=== block 1 ===
[src/rtl/abus_pkg.sv]
// ---------------------------------------------------------------------------
// abus_pkg
// Shared definitions for the abus requester:
//   - abus_state_e : burst FSM states (IDLE, REQ, OWN, REL)
//   - LEN_W_DEF    : default burst length field width
//   - TIMEOUT_DEF  : default starvation threshold in cycles
//   - cnt_width()  : bits needed to hold 0..max_val inclusive
// ---------------------------------------------------------------------------
package abus_pkg;

  localparam int unsigned LEN_W_DEF   = 4;
  localparam int unsigned TIMEOUT_DEF = 64;

  typedef enum logic [1:0] {
    ST_IDLE = 2'd0,
    ST_REQ  = 2'd1,
    ST_OWN  = 2'd2,
    ST_REL  = 2'd3
  } abus_state_e;

  // Width of a counter that must represent every value from 0 to max_val.
  function automatic int unsigned cnt_width(input int unsigned max_val);
    return (max_val < 2) ? 1 : $clog2(max_val + 1);
  endfunction

endpackage

[src/rtl/abus_req_if.sv]
// ---------------------------------------------------------------------------
// abus_req_if
// Command, arbitration and beat handshake bundle of one abus requester.
//   cmd_valid/cmd_ready/cmd_len : user command handshake (cmd_len = beats-1)
//   req/grant                   : arbiter request (registered) / grant (comb)
//   beat_valid/beat_ready       : per-beat handshake toward downstream
//   busy/done/starved           : status
// Modports:
//   master : the requester block itself
//   slave  : the environment (user, arbiter, downstream sink)
// ---------------------------------------------------------------------------
interface abus_req_if #(
  parameter int LEN_W = abus_pkg::LEN_W_DEF
);

  logic             cmd_valid;
  logic             cmd_ready;
  logic [LEN_W-1:0] cmd_len;
  logic             req;
  logic             grant;
  logic             beat_valid;
  logic             beat_ready;
  logic             busy;
  logic             done;
  logic             starved;

  modport master (
    input  cmd_valid, cmd_len, grant, beat_ready,
    output cmd_ready, req, beat_valid, busy, done, starved
  );

  modport slave (
    output cmd_valid, cmd_len, grant, beat_ready,
    input  cmd_ready, req, beat_valid, busy, done, starved
  );

endinterface

[src/rtl/abus_sat_cnt.sv]
// ---------------------------------------------------------------------------
// abus_sat_cnt
// Saturating up-counter with synchronous clear.
//   clk   : clock, rising edge
//   rst_n : asynchronous active-low reset, clears the count
//   inc   : count up by one this cycle (ignored once saturated)
//   clr   : clear to zero; wins over inc
//   sat   : high while the count equals MAX
// ---------------------------------------------------------------------------
module abus_sat_cnt #(
  parameter int unsigned MAX = abus_pkg::TIMEOUT_DEF
) (
  input  logic clk,
  input  logic rst_n,
  input  logic inc,
  input  logic clr,
  output logic sat
);

  localparam int unsigned W = abus_pkg::cnt_width(MAX);

  logic [W-1:0] cnt;

  assign sat = (cnt == W'(MAX));

  always_ff @(posedge clk or negedge rst_n) begin
    if (!rst_n) begin
      cnt <= '0;
    end else if (clr) begin
      cnt <= '0;
    end else if (inc && !sat) begin
      cnt <= cnt + W'(1);
    end
  end

endmodule

[src/rtl/abus_req.sv]
// ---------------------------------------------------------------------------
// abus_req
// Bus requester: accepts one burst command, requests the abus, streams the
// burst beats while granted and then releases the bus for one cycle so that
// lower-priority masters get a chance to win arbitration.
// Ports:
//   clk   : clock, all state on rising edge
//   rst_n : asynchronous active-low reset
//   bus   : abus_req_if.master (command, req/grant, beat handshake, status)
// Parameters:
//   LEN_W   : width of cmd_len; a burst is cmd_len+1 beats (max 2**LEN_W)
//   TIMEOUT : cycles of req-without-grant before starved asserts (2..65535)
// ---------------------------------------------------------------------------
module abus_req
  import abus_pkg::*;
#(
  parameter int LEN_W   = LEN_W_DEF,
  parameter int TIMEOUT = TIMEOUT_DEF
) (
  input  logic       clk,
  input  logic       rst_n,
  abus_req_if.master bus
);

  abus_state_e      state;
  abus_state_e      state_nxt;
  logic [LEN_W-1:0] beat_cnt;
  logic [LEN_W-1:0] beat_cnt_nxt;
  logic             req_q;
  logic             req_nxt;
  logic             xfer;
  logic             wait_inc;
  logic             wait_sat;

  // Beat offer follows grant combinationally so a dropped grant withdraws
  // the beat in the very same cycle.
  assign bus.beat_valid = (state == ST_OWN) && bus.grant;
  assign xfer           = bus.beat_valid && bus.beat_ready;

  assign bus.cmd_ready  = (state == ST_IDLE);
  assign bus.busy       = (state != ST_IDLE);
  assign bus.done       = (state == ST_REL);
  assign bus.req        = req_q;
  assign bus.starved    = wait_sat;

  // Beat counter holds beats remaining minus one; the beat taken while it is
  // zero is the last one, so the counter never has to wrap.
  always_comb begin
    state_nxt    = state;
    beat_cnt_nxt = beat_cnt;
    unique case (state)
      ST_IDLE: begin
        if (bus.cmd_valid) begin
          state_nxt    = ST_REQ;
          beat_cnt_nxt = bus.cmd_len;
        end
      end
      ST_REQ: begin
        if (bus.grant) begin
          state_nxt = ST_OWN;
        end
      end
      ST_OWN: begin
        if (xfer) begin
          if (beat_cnt == '0) begin
            state_nxt = ST_REL;
          end else begin
            beat_cnt_nxt = beat_cnt - LEN_W'(1);
          end
        end
      end
      ST_REL: begin
        state_nxt = ST_IDLE;
      end
      default: begin
        state_nxt = ST_IDLE;
      end
    endcase
    // req is computed from the next state and registered, so the arbiter
    // sees a glitch-free line that rises the cycle after acceptance.
    req_nxt = (state_nxt == ST_REQ) || (state_nxt == ST_OWN);
  end

  always_ff @(posedge clk or negedge rst_n) begin
    if (!rst_n) begin
      state    <= ST_IDLE;
      beat_cnt <= '0;
      req_q    <= 1'b0;
    end else begin
      state    <= state_nxt;
      beat_cnt <= beat_cnt_nxt;
      req_q    <= req_nxt;
    end
  end

  // Starvation tracking: every cycle spent requesting without grant counts,
  // including grant loss mid-burst; the count only clears at burst end.
  assign wait_inc = req_q && !bus.grant;

  abus_sat_cnt #(
    .MAX (TIMEOUT)
  ) u_wait_cnt (
    .clk   (clk),
    .rst_n (rst_n),
    .inc   (wait_inc),
    .clr   (bus.done),
    .sat   (wait_sat)
  );

endmodule

[src/flat_wrapper.sv]
// flat-port wrapper written by rule: the top's interface ports become plain ports
module abus_req_flat import abus_pkg::*;
#(
  parameter int LEN_W   = LEN_W_DEF,
  parameter int TIMEOUT = TIMEOUT_DEF
)
  (clk, rst_n, bus_cmd_valid, bus_cmd_len, bus_grant, bus_beat_ready, bus_cmd_ready, bus_req, bus_beat_valid, bus_busy, bus_done, bus_starved);
  abus_req_if #(.LEN_W(LEN_W)) bus_i ();
  input  logic clk;
  input  logic rst_n;
  input wire logic [$bits(bus_i.cmd_valid)-1:0] bus_cmd_valid;
  input wire logic [$bits(bus_i.cmd_len)-1:0] bus_cmd_len;
  input wire logic [$bits(bus_i.grant)-1:0] bus_grant;
  input wire logic [$bits(bus_i.beat_ready)-1:0] bus_beat_ready;
  output wire logic [$bits(bus_i.cmd_ready)-1:0] bus_cmd_ready;
  output wire logic [$bits(bus_i.req)-1:0] bus_req;
  output wire logic [$bits(bus_i.beat_valid)-1:0] bus_beat_valid;
  output wire logic [$bits(bus_i.busy)-1:0] bus_busy;
  output wire logic [$bits(bus_i.done)-1:0] bus_done;
  output wire logic [$bits(bus_i.starved)-1:0] bus_starved;
  assign bus_i.cmd_valid = bus_cmd_valid;
  assign bus_i.cmd_len = bus_cmd_len;
  assign bus_i.grant = bus_grant;
  assign bus_i.beat_ready = bus_beat_ready;
  assign bus_cmd_ready = bus_i.cmd_ready;
  assign bus_req = bus_i.req;
  assign bus_beat_valid = bus_i.beat_valid;
  assign bus_busy = bus_i.busy;
  assign bus_done = bus_i.done;
  assign bus_starved = bus_i.starved;
  abus_req #(.LEN_W(LEN_W), .TIMEOUT(TIMEOUT)) u_core (.clk(clk), .rst_n(rst_n), .bus(bus_i));
endmodule
[config.mk]
export PLATFORM = sky130hd
export DESIGN_NAME = abus_req_flat
export DESIGN_NICKNAME = d
export VERILOG_FILES = /design/src/rtl/abus_pkg.sv /design/src/rtl/abus_req_if.sv /design/src/rtl/abus_sat_cnt.sv /design/src/rtl/abus_req.sv /design/src/flat_wrapper.sv
export SDC_FILE = /design/constraint.sdc
export NUM_CORES = 1
export LEC_CHECK = 0
export CAP_MARGIN = 20
export CORE_AREA = 8 8 56 58
export CTS_CLUSTER_DIAMETER = 30
export CTS_CLUSTER_SIZE = 8
export DETAILED_ROUTE_END_ITERATION = 12
export DIE_AREA = 0 0 64 66
export GPL_TIMING_DRIVEN = 0
export SYNTH_ARGS = -nofsm -noshare
export SYNTH_HDL_FRONTEND = slang
export SYNTH_SLANG_ARGS = --single-unit
[constraint.sdc]
create_clock -name clk -period 3.55 [get_ports clk]
set_clock_uncertainty 0.15 [all_clocks]
set_input_delay 0.5325 -clock clk [delete_from_list [all_inputs] [get_ports clk]]
set_output_delay 0.5325 -clock clk [all_outputs]
set_load 0.05 [all_outputs]
Figure 1. Placed standard cells (block 1).
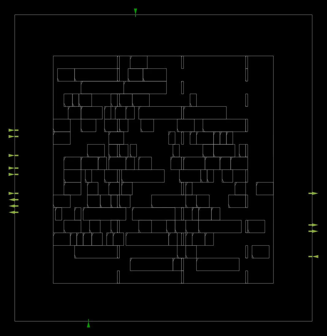
tapcell count: 30
Filler Cell Count: 222
register share of the cell area: 32.3%
final std cells w/o fill: 144

==> out/qor.log <==
INFO  finish         largest-register=u_core.u_wait_cnt.cnt
INFO  worst_setup_path timing.critical_path.fanout_max=10
INFO  worst_setup_path crit_path_cell_trace=clkbuf_1 > nand2_1 > inv_1 > clkdlybuf4s50_1
INFO  synthesis      syn-num-nets=108
INFO  power          power.density_cell_area=792nW/um2
INFO  power          power.sequential.total=0.287mW
INFO  grt            grt_antenna_before_repair=0
INFO  power          internal_power=0.460mW
INFO  route          detail_route.iter0.violations=13
INFO  route          drtPass1Iterations=4
INFO  die            row_count=18
INFO  power          clockNetworkPower=0.112mW
INFO  run_status     run_status=finished clean
INFO  synthesis      yosysSeqAreaShare=40.2%
INFO  cts            cts.repair_timing.setup_buffer_count=0
INFO  power          ir_drop=0.000494V
INFO  power          clockPowerShare=13.1%
INFO  synthesis      synthTopCellsByCount=dfrtp_1 (14), inv_1 (10), nand2_1 (10)
INFO  flow_run       tool_warnings=27
INFO  route          top_layer=met4
INFO  sta            setup-tns-final=0ns
INFO  grt            globalRoute.busiestLayer=met2
INFO  worst_setup_path timing_worst_setup_path_type=register to output pin
INFO  worst_setup_path crit_required=2.87ns
INFO  worst_setup_path regToRegEndpoint=u_core.beat_cnt[1]
INFO  worst_setup_path worst-path-buf-inv=3
INFO  finish         biggest_regs=u_core.u_wait_cnt.cnt (7), u_core.beat_cnt (4), u_core.state (2)
INFO  synthesis      synth_simple_gate_area_share=26.0%
INFO  flow_run       maxCapViolCount=0
INFO  grt            met3_usage=2.54%
INFO  route          wl_met1=865um
INFO  worst_setup_path critPathArrivalTime=2.31ns
INFO  placement      place.detailed.instances=140
INFO  synthesis      yosysTopAreaCell=dfrtp_1
INFO  placement      detailedPlacementHpwl=1490um
INFO  route          drt-vias-per-instance=5.38
INFO  sta            fin_hold_ws=0.444ns
INFO  worst_hold_path min_delay_worst_endpoint=u_core.u_wait_cnt.cnt[0]
INFO  grt            maximum_number_of_pins_on_one_net_before_global_route_repair=15
INFO  sta            setup_violations=0
INFO  worst_hold_path launch_point_of_the_worst_hold_path=u_core.u_wait_cnt.cnt[0]
INFO  finish         nClkBuffers=4
INFO  finish         seq_area=350um2
INFO  synthesis      synth.logic.top_family=simple AND/OR/NAND/NOR gates

=== block 2 ===
Figure 2. Signal wires on met1 (block 2).
Drawn at 4 px/um. Supply wires on this layer in grey. Cells faint in the background.
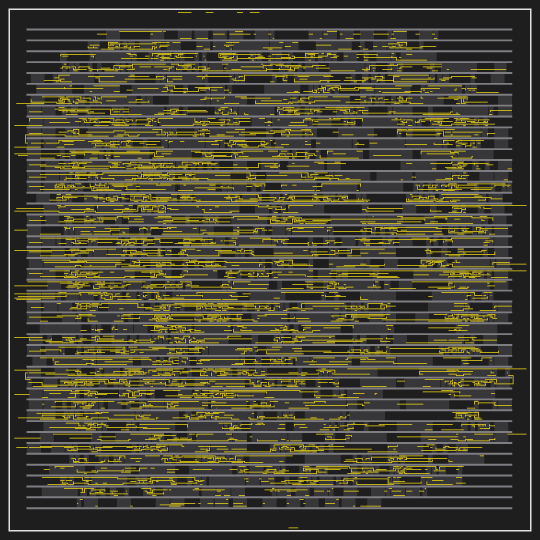
Figure 3. Drive-strength map (block 2).
Drawn at 3 px/um.
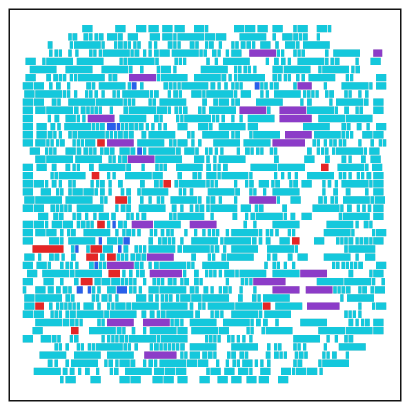
### src/rtl/alu_op_issue_if.sv
// Issue-lane bundle between register read (producer of instructions/operands)
// and the ALU pipeline register (consumer of in1/in2/func/dest).
interface alu_op_issue_if;
  logic        flush;
  logic        in_valid;
  logic        in_ready;
  logic [31:0] instr;
  logic [31:0] rs_data;
  logic [31:0] rt_data;
  logic        out_valid;
  logic        out_ready;
  logic [31:0] out_in1;
  logic [31:0] out_in2;
  logic [3:0]  out_func;
  logic [4:0]  out_dest;
  logic        illegal;

  // Driver of decoded instructions and the ALU-side ready.
  modport master (
    output flush, in_valid, instr, rs_data, rt_data, out_ready,
    input  in_ready, out_valid, out_in1, out_in2, out_func, out_dest, illegal
  );

  // The issue block itself.
  modport slave (
    input  flush, in_valid, instr, rs_data, rt_data, out_ready,
    output in_ready, out_valid, out_in1, out_in2, out_func, out_dest, illegal
  );
endinterface

### src/rtl/alu_op_issue.sv
// ALU op issue: decodes MIPS ALU instructions into 4-bit ALU func codes,
// forms in1/in2 (with immediate extension) and queues them in a small FIFO
// that feeds the ALU pipeline register over valid/ready.
module alu_op_issue #(
  parameter int DEPTH = 2
) (
  input logic          clk,
  input logic          rst,
  alu_op_issue_if.slave bus
);

  localparam int PW = (DEPTH > 1) ? $clog2(DEPTH) : 1;
  localparam int CW = $clog2(DEPTH + 1);
  localparam logic [CW-1:0] DEPTH_C = CW'(DEPTH);

  localparam logic [3:0] F_AND  = 4'b0000;
  localparam logic [3:0] F_OR   = 4'b0001;
  localparam logic [3:0] F_XOR  = 4'b0010;
  localparam logic [3:0] F_ADD  = 4'b0100;
  localparam logic [3:0] F_SUB  = 4'b1100;
  localparam logic [3:0] F_SLT  = 4'b1101;
  localparam logic [3:0] F_SLTU = 4'b0110;

  typedef struct packed {
    logic [31:0] in1;
    logic [31:0] in2;
    logic [3:0]  func;
    logic [4:0]  dest;
  } entry_t;

  entry_t          mem_q [DEPTH];
  logic [PW-1:0]   head_q, head_d;
  logic [PW-1:0]   tail_q, tail_d;
  logic [CW-1:0]   count_q, count_d;
  logic            illegal_q, illegal_d;

  entry_t          dec;
  logic            legal;
  logic            accept;
  logic            push;
  logic            pop;

  logic [5:0]      opcode;
  logic [5:0]      funct;
  logic [15:0]     imm;

  assign opcode = bus.instr[31:26];
  assign funct  = bus.instr[5:0];
  assign imm    = bus.instr[15:0];

  // Decode opcode/funct into an ALU entry; anything unrecognised is illegal.
  always_comb begin
    dec.in1  = bus.rs_data;
    dec.in2  = bus.rt_data;
    dec.func = F_AND;
    dec.dest = bus.instr[20:16];
    legal    = 1'b1;
    if (opcode == 6'h00) begin
      dec.dest = bus.instr[15:11];
      case (funct)
        6'h20, 6'h21: dec.func = F_ADD;
        6'h22, 6'h23: dec.func = F_SUB;
        6'h24:        dec.func = F_AND;
        6'h25:        dec.func = F_OR;
        6'h26:        dec.func = F_XOR;
        6'h2A:        dec.func = F_SLT;
        6'h2B:        dec.func = F_SLTU;
        default:      legal    = 1'b0;
      endcase
    end else begin
      case (opcode)
        6'h08, 6'h09: begin dec.in2 = {{16{imm[15]}}, imm}; dec.func = F_ADD;  end
        6'h0A:        begin dec.in2 = {{16{imm[15]}}, imm}; dec.func = F_SLT;  end
        6'h0B:        begin dec.in2 = {{16{imm[15]}}, imm}; dec.func = F_SLTU; end
        6'h0C:        begin dec.in2 = {16'h0000, imm};      dec.func = F_AND;  end
        6'h0D:        begin dec.in2 = {16'h0000, imm};      dec.func = F_OR;   end
        6'h0E:        begin dec.in2 = {16'h0000, imm};      dec.func = F_XOR;  end
        6'h0F: begin
          dec.in1  = 32'h0000_0000;
          dec.in2  = {imm, 16'h0000};
          dec.func = F_OR;
        end
        default: legal = 1'b0;
      endcase
    end
  end

  // Ready comes only from registered occupancy, so there is no ready path
  // from the ALU side back to the producer.
  assign bus.in_ready  = (count_q < DEPTH_C);
  assign bus.out_valid = (count_q != '0);
  assign bus.out_in1   = mem_q[head_q].in1;
  assign bus.out_in2   = mem_q[head_q].in2;
  assign bus.out_func  = mem_q[head_q].func;
  assign bus.out_dest  = mem_q[head_q].dest;
  assign bus.illegal   = illegal_q;

  assign accept = bus.in_valid && bus.in_ready && !bus.flush;
  assign push   = accept && legal;
  assign pop    = bus.out_valid && bus.out_ready && !bus.flush;

  // Next-state for pointers, occupancy and the illegal pulse; flush wins.
  always_comb begin
    head_d    = head_q;
    tail_d    = tail_q;
    count_d   = count_q;
    illegal_d = accept && !legal;
    if (bus.flush) begin
      head_d  = '0;
      tail_d  = '0;
      count_d = '0;
    end else begin
      if (push) tail_d = tail_q + PW'(1);
      if (pop)  head_d = head_q + PW'(1);
      case ({push, pop})
        2'b10:   count_d = count_q + CW'(1);
        2'b01:   count_d = count_q - CW'(1);
        default: count_d = count_q;
      endcase
    end
  end

  // State and storage; storage is cleared on reset so outputs read zero at once.
  always_ff @(posedge clk or posedge rst) begin
    if (rst) begin
      head_q    <= '0;
      tail_q    <= '0;
      count_q   <= '0;
      illegal_q <= 1'b0;
      for (int i = 0; i < DEPTH; i++) mem_q[i] <= '0;
    end else begin
      head_q    <= head_d;
      tail_q    <= tail_d;
      count_q   <= count_d;
      illegal_q <= illegal_d;
      if (push) mem_q[tail_q] <= dec;
    end
  end

endmodule
### src/flat_wrapper.sv
// flat-port wrapper written by rule: the top's interface ports become plain ports
module alu_op_issue_flat 
#(
  parameter int DEPTH = 2
)
  (clk, rst, bus_flush, bus_in_valid, bus_instr, bus_rs_data, bus_rt_data, bus_out_ready, bus_in_ready, bus_out_valid, bus_out_in1, bus_out_in2, bus_out_func, bus_out_dest, bus_illegal);
  alu_op_issue_if bus_i ();
  input logic clk;
  input logic rst;
  input wire logic [$bits(bus_i.flush)-1:0] bus_flush;
  input wire logic [$bits(bus_i.in_valid)-1:0] bus_in_valid;
  input wire logic [$bits(bus_i.instr)-1:0] bus_instr;
  input wire logic [$bits(bus_i.rs_data)-1:0] bus_rs_data;
  input wire logic [$bits(bus_i.rt_data)-1:0] bus_rt_data;
  input wire logic [$bits(bus_i.out_ready)-1:0] bus_out_ready;
  output wire logic [$bits(bus_i.in_ready)-1:0] bus_in_ready;
  output wire logic [$bits(bus_i.out_valid)-1:0] bus_out_valid;
  output wire logic [$bits(bus_i.out_in1)-1:0] bus_out_in1;
  output wire logic [$bits(bus_i.out_in2)-1:0] bus_out_in2;
  output wire logic [$bits(bus_i.out_func)-1:0] bus_out_func;
  output wire logic [$bits(bus_i.out_dest)-1:0] bus_out_dest;
  output wire logic [$bits(bus_i.illegal)-1:0] bus_illegal;
  assign bus_i.flush = bus_flush;
  assign bus_i.in_valid = bus_in_valid;
  assign bus_i.instr = bus_instr;
  assign bus_i.rs_data = bus_rs_data;
  assign bus_i.rt_data = bus_rt_data;
  assign bus_i.out_ready = bus_out_ready;
  assign bus_in_ready = bus_i.in_ready;
  assign bus_out_valid = bus_i.out_valid;
  assign bus_out_in1 = bus_i.out_in1;
  assign bus_out_in2 = bus_i.out_in2;
  assign bus_out_func = bus_i.out_func;
  assign bus_out_dest = bus_i.out_dest;
  assign bus_illegal = bus_i.illegal;
  alu_op_issue #(.DEPTH(DEPTH)) u_core (.clk(clk), .rst(rst), .bus(bus_i));
endmodule
### config.mk
export PLATFORM = sky130hd
export DESIGN_NAME = alu_op_issue_flat
export DESIGN_NICKNAME = d
export VERILOG_FILES = /design/src/rtl/alu_op_issue_if.sv /design/src/rtl/alu_op_issue.sv /design/src/flat_wrapper.sv
export SDC_FILE = /design/constraint.sdc
export NUM_CORES = 1
export LEC_CHECK = 0
export ABC_AREA = 1
export CORE_MARGIN = 4
export CORE_UTILIZATION = 51
export DETAILED_ROUTE_END_ITERATION = 8
export MAX_ROUTING_LAYER = met4
export PLACE_DENSITY = 0.78
export SYNTH_ARGS = -nofsm -noshare
export SYNTH_HDL_FRONTEND = slang
export SYNTH_SLANG_ARGS = --single-unit
### constraint.sdc
create_clock -name clk -period 6.54 [get_ports clk]
set_clock_uncertainty 0.15 [all_clocks]
set_input_delay 1.308 -clock clk [delete_from_list [all_inputs] [get_ports clk]]
set_output_delay 1.308 -clock clk [all_outputs]
set_load 0.01 [all_outputs]
==> out/qor.log <==
INFO  run_status     run_status=finished clean
INFO  finish         layout_top_cell_excl_fill_tap=nand2_1
INFO  grt            met2_usage=38.2%
INFO  finish         final_util=68.4%
INFO  sta            setup_violations=0
INFO  synthesis      yosysMostFrequentCell=nand2_1
INFO  finish         layout.non_clock_inverters=134
INFO  worst_setup_path regToRegStartpoint=u_core.count_q[1]
INFO  worst_setup_path cpMaxStageDelayCell=dfrtp_4
INFO  sta            final.period_utilization=65.7%
INFO  synthesis      syn_inst=1046
INFO  synthesis      total_of_flip_flops_plus_latches_after_synthesis=151
INFO  placement      place.detailed.instances=1350
INFO  synthesis      yosys_area=7590um2
INFO  power          power_frac_seq=38.7%
INFO  cts            cts.repair.resized=0
INFO  cts            clkLatencyLatePin=0.42ns
INFO  synthesis      yosys_warnings=0
INFO  worst_setup_path critPathArrivalTime=2.84ns
INFO  synthesis      synth.logic.top_family=simple AND/OR/NAND/NOR gates
INFO  power          pwr-share-comb=23.0%
INFO  cts            cts.repair_timing.setup_buffer_count=0
INFO  finish         logic_gates=704
INFO  power          top_power_group=sequential cells
About Figure 2:
The longest straight run is 48.8 um. The layer holds 44% of the routed length.
met1 usage: 34.4%
via count of the routed design: 7003
aggregate routed wire length: 20100 um

About Figure 3:
Cyan stands for x1 and smaller, cells 1142, share 95%. Purple stands for x6 and larger, cells 26, share 2.2%. Blue stands for x2, cells 14, share 1.2%. Red stands for x3 and x4, cells 16, share 1.3%.
non-clock buffer count: 177
post-route cell area: 9940 um2
Area growth, synth to finish: 30.9%
final worst-path setup slack: 2.25 ns


=== block 3 ===
<file path="config.mk">
export PLATFORM = sky130hd
export DESIGN_NAME = spi_controller
export DESIGN_NICKNAME = d
export VERILOG_FILES = /design/src/rtl/spi_controller.sv
export SDC_FILE = /design/constraint.sdc
export NUM_CORES = 1
export LEC_CHECK = 0
export CAP_MARGIN = 20
export CORE_MARGIN = 1.5
export CORE_UTILIZATION = 33
export CTS_CLUSTER_DIAMETER = 80
export CTS_CLUSTER_SIZE = 14
export DETAILED_ROUTE_END_ITERATION = 12
export PLACE_DENSITY_LB_ADDON = 0.12
export SETUP_SLACK_MARGIN = 0.4
export SYNTH_ARGS = -nofsm -noshare
export SYNTH_HDL_FRONTEND = slang
export SYNTH_SLANG_ARGS = --single-unit
</file>
<file path="constraint.sdc">
create_clock -name clk -period 1.8 [get_ports clk]
set_clock_uncertainty 0.2 [all_clocks]
set_input_delay 0.36 -clock clk [delete_from_list [all_inputs] [get_ports clk]]
set_output_delay 0.36 -clock clk [all_outputs]
set_load 0.02 [all_outputs]
</file>
<file path="src/rtl/spi_controller.sv">
// SPI mode-0 initiator: one 16-bit frame {rw, addr, wdata} per request.
// Drives sclk/copi/ncs from clk; captures cipo during the data byte.
module spi_controller #(
    parameter int unsigned CLK_DIV = 4
) (
    input  logic       clk,
    input  logic       rst_n,
    input  logic       start,
    input  logic       rw,
    input  logic [6:0] addr,
    input  logic [7:0] wdata,
    input  logic       cipo,
    output logic       sclk,
    output logic       copi,
    output logic       ncs,
    output logic       busy,
    output logic       done,
    output logic [7:0] rdata
);

    localparam int unsigned CW = $clog2(CLK_DIV + 1);
    localparam logic [CW-1:0] LAST = CW'(CLK_DIV - 1);

    typedef enum logic [2:0] {
        IDLE,
        SETUP,
        SHIFT_HI,
        SHIFT_LO,
        HOLD,
        GAP
    } state_t;

    state_t        state;
    logic [CW-1:0] cnt;
    logic [3:0]    bit_cnt;
    logic [15:0]   shreg;
    logic [7:0]    cap;
    logic          last;

    assign last = (cnt == LAST);

    // Frame sequencer; every pin-facing output is a register.
    always_ff @(posedge clk or negedge rst_n) begin
        if (!rst_n) begin
            state   <= IDLE;
            cnt     <= '0;
            bit_cnt <= '0;
            shreg   <= '0;
            cap     <= '0;
            sclk    <= 1'b0;
            copi    <= 1'b0;
            ncs     <= 1'b1;
            busy    <= 1'b0;
            done    <= 1'b0;
            rdata   <= '0;
        end else begin
            done <= 1'b0;
            case (state)
                IDLE: begin
                    if (start) begin
                        shreg   <= {rw, addr, wdata};
                        copi    <= rw;
                        ncs     <= 1'b0;
                        busy    <= 1'b1;
                        cnt     <= '0;
                        bit_cnt <= 4'd15;
                        state   <= SETUP;
                    end
                end
                SETUP: begin
                    if (last) begin
                        cnt   <= '0;
                        sclk  <= 1'b1;
                        state <= SHIFT_HI;
                    end else begin
                        cnt <= cnt + 1'b1;
                    end
                end
                SHIFT_HI: begin
                    // cipo settled during the preceding low phase
                    if (cnt == '0 && !bit_cnt[3]) begin
                        cap <= {cap[6:0], cipo};
                    end
                    if (last) begin
                        cnt   <= '0;
                        sclk  <= 1'b0;
                        copi  <= shreg[14];
                        shreg <= {shreg[14:0], 1'b0};
                        state <= SHIFT_LO;
                    end else begin
                        cnt <= cnt + 1'b1;
                    end
                end
                SHIFT_LO: begin
                    if (last) begin
                        cnt <= '0;
                        if (bit_cnt == 4'd0) begin
                            copi  <= 1'b0;
                            state <= HOLD;
                        end else begin
                            bit_cnt <= bit_cnt - 1'b1;
                            sclk    <= 1'b1;
                            state   <= SHIFT_HI;
                        end
                    end else begin
                        cnt <= cnt + 1'b1;
                    end
                end
                HOLD: begin
                    if (last) begin
                        cnt   <= '0;
                        ncs   <= 1'b1;
                        copi  <= 1'b0;
                        state <= GAP;
                    end else begin
                        cnt <= cnt + 1'b1;
                    end
                end
                GAP: begin
                    if (last) begin
                        cnt   <= '0;
                        busy  <= 1'b0;
                        done  <= 1'b1;
                        rdata <= cap;
                        state <= IDLE;
                    end else begin
                        cnt <= cnt + 1'b1;
                    end
                end
                default: begin
                    state <= IDLE;
                end
            endcase
        end
    end

endmodule

</file>
Figure 4. I/O nets highlighted (block 3).
Drawn at 4 px/um.
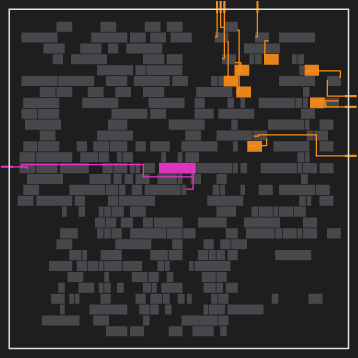
Orange stands for addr, bits 7, direction input, edge 4 north, 3 east, end cells 7, wire 136 um. Magenta stands for busy, bits 1, direction output, edge west, end cells 1, wire 57.7 um.
Port Buffers: 32
IO Pins: 33

==> out/qor.log <==
INFO  run_status     run_status=finished, violations left
INFO  run_status     failed_checks=setup timing
INFO  finish         synthToLayoutAreaGrowth=42.0%
INFO  cts            cts_buffer_depth=2
INFO  finish         drive_above_1_share=37.5%
INFO  sta            setup_violations=7
INFO  sta            setup-tns-final=-0.0987ns
INFO  finish         seq_cells=46
INFO  finish         largestClassByArea=sequential cells
INFO  placement      dpl-instance-area=2820um2
INFO  finish         layout_top_cell_excl_fill_tap=dfrtp_1
INFO  route          finalWirelength=4860um
INFO  route          met3WireLength=189um
INFO  synthesis      synthDominantCellAreaShare=51.5%
INFO  grt            first_global_vias=1647
INFO  worst_setup_path endpoint_kind=register
INFO  worst_setup_path regToRegEndpoint=copi
INFO  cts            clock_sinks=46
INFO  die            die_h=84.4um
INFO  finish         seq_area=1150um2
INFO  die            floorplan.tapcells=77
INFO  sta            worst_slack=-0.0697ns
INFO  sta            final.period_utilization=104%
INFO  synthesis      syn_inst=197
INFO  finish         nClkBuffers=5
INFO  grt            grtUsageMet1=19.9%
INFO  worst_setup_path timing_worst_setup_path_type=register to register
INFO  worst_setup_path endpoint=copi
INFO  worst_setup_path worst-path-buf-inv=0
INFO  cts            holdBufCountCts=1
INFO  route          average_routed_wire_per_standard_cell=14.2um
INFO  synthesis      postSynth.asyncResetShare=100%
INFO  route          route.antenna.remaining_nets=0
INFO  grt            maximum_number_of_pins_on_one_net_before_global_route_repair=37
INFO  grt            grt_pass1_wl=8060um
INFO  flow_run       tool_warnings=31
INFO  finish         biggest_regs=shreg (15), cap (8), rdata (8)
INFO  sta            rel_slew_slack=75.5%
INFO  synthesis      ys.flop_type=dfrtp_1
INFO  synthesis      mean_area_per_synthesized_cell=11.1um2
INFO  power          internal_power=2.56mW
INFO  finish         register_share_of_the_cell_area=37.1%
INFO  power          pwr-share-comb=43.5%


## Gallery

Placement density heat map.
Plate I
Drawn at 6 px/um. The die is cut into 6 by 7 equal tiles; dark blue is low, red is high, 0 to 100% covered.
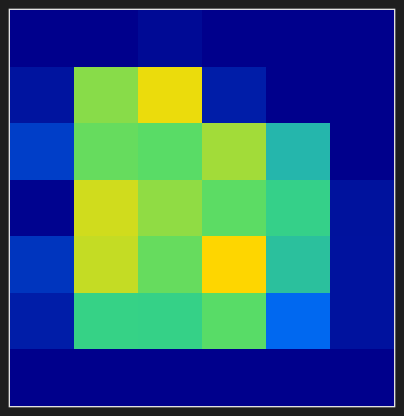
Plate II
Drawn at 3 px/um. The die is cut into 13 by 13 equal tiles; dark blue is low, red is high, 0 to 100% covered.
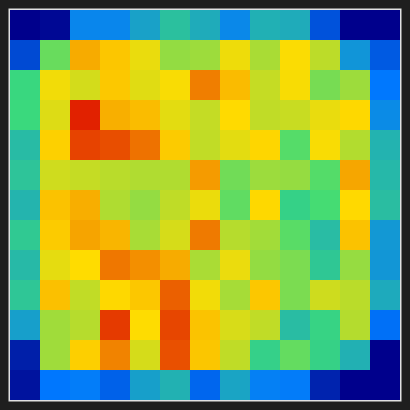
Plate III
Drawn at 4 px/um. The die is cut into 8 by 8 equal tiles; dark blue is low, red is high, 0 to 100% covered.
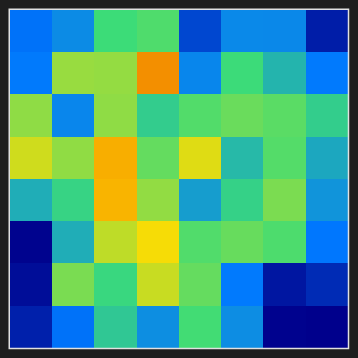
- smallest die: Plate I
- highest utilization: Plate II
| picture | from |
|---|---|
| Plate I | block 1 |
| Plate III | block 3 |
| Plate II | block 2 |

No activity file was given, so power comes from the tool's default toggle rates.
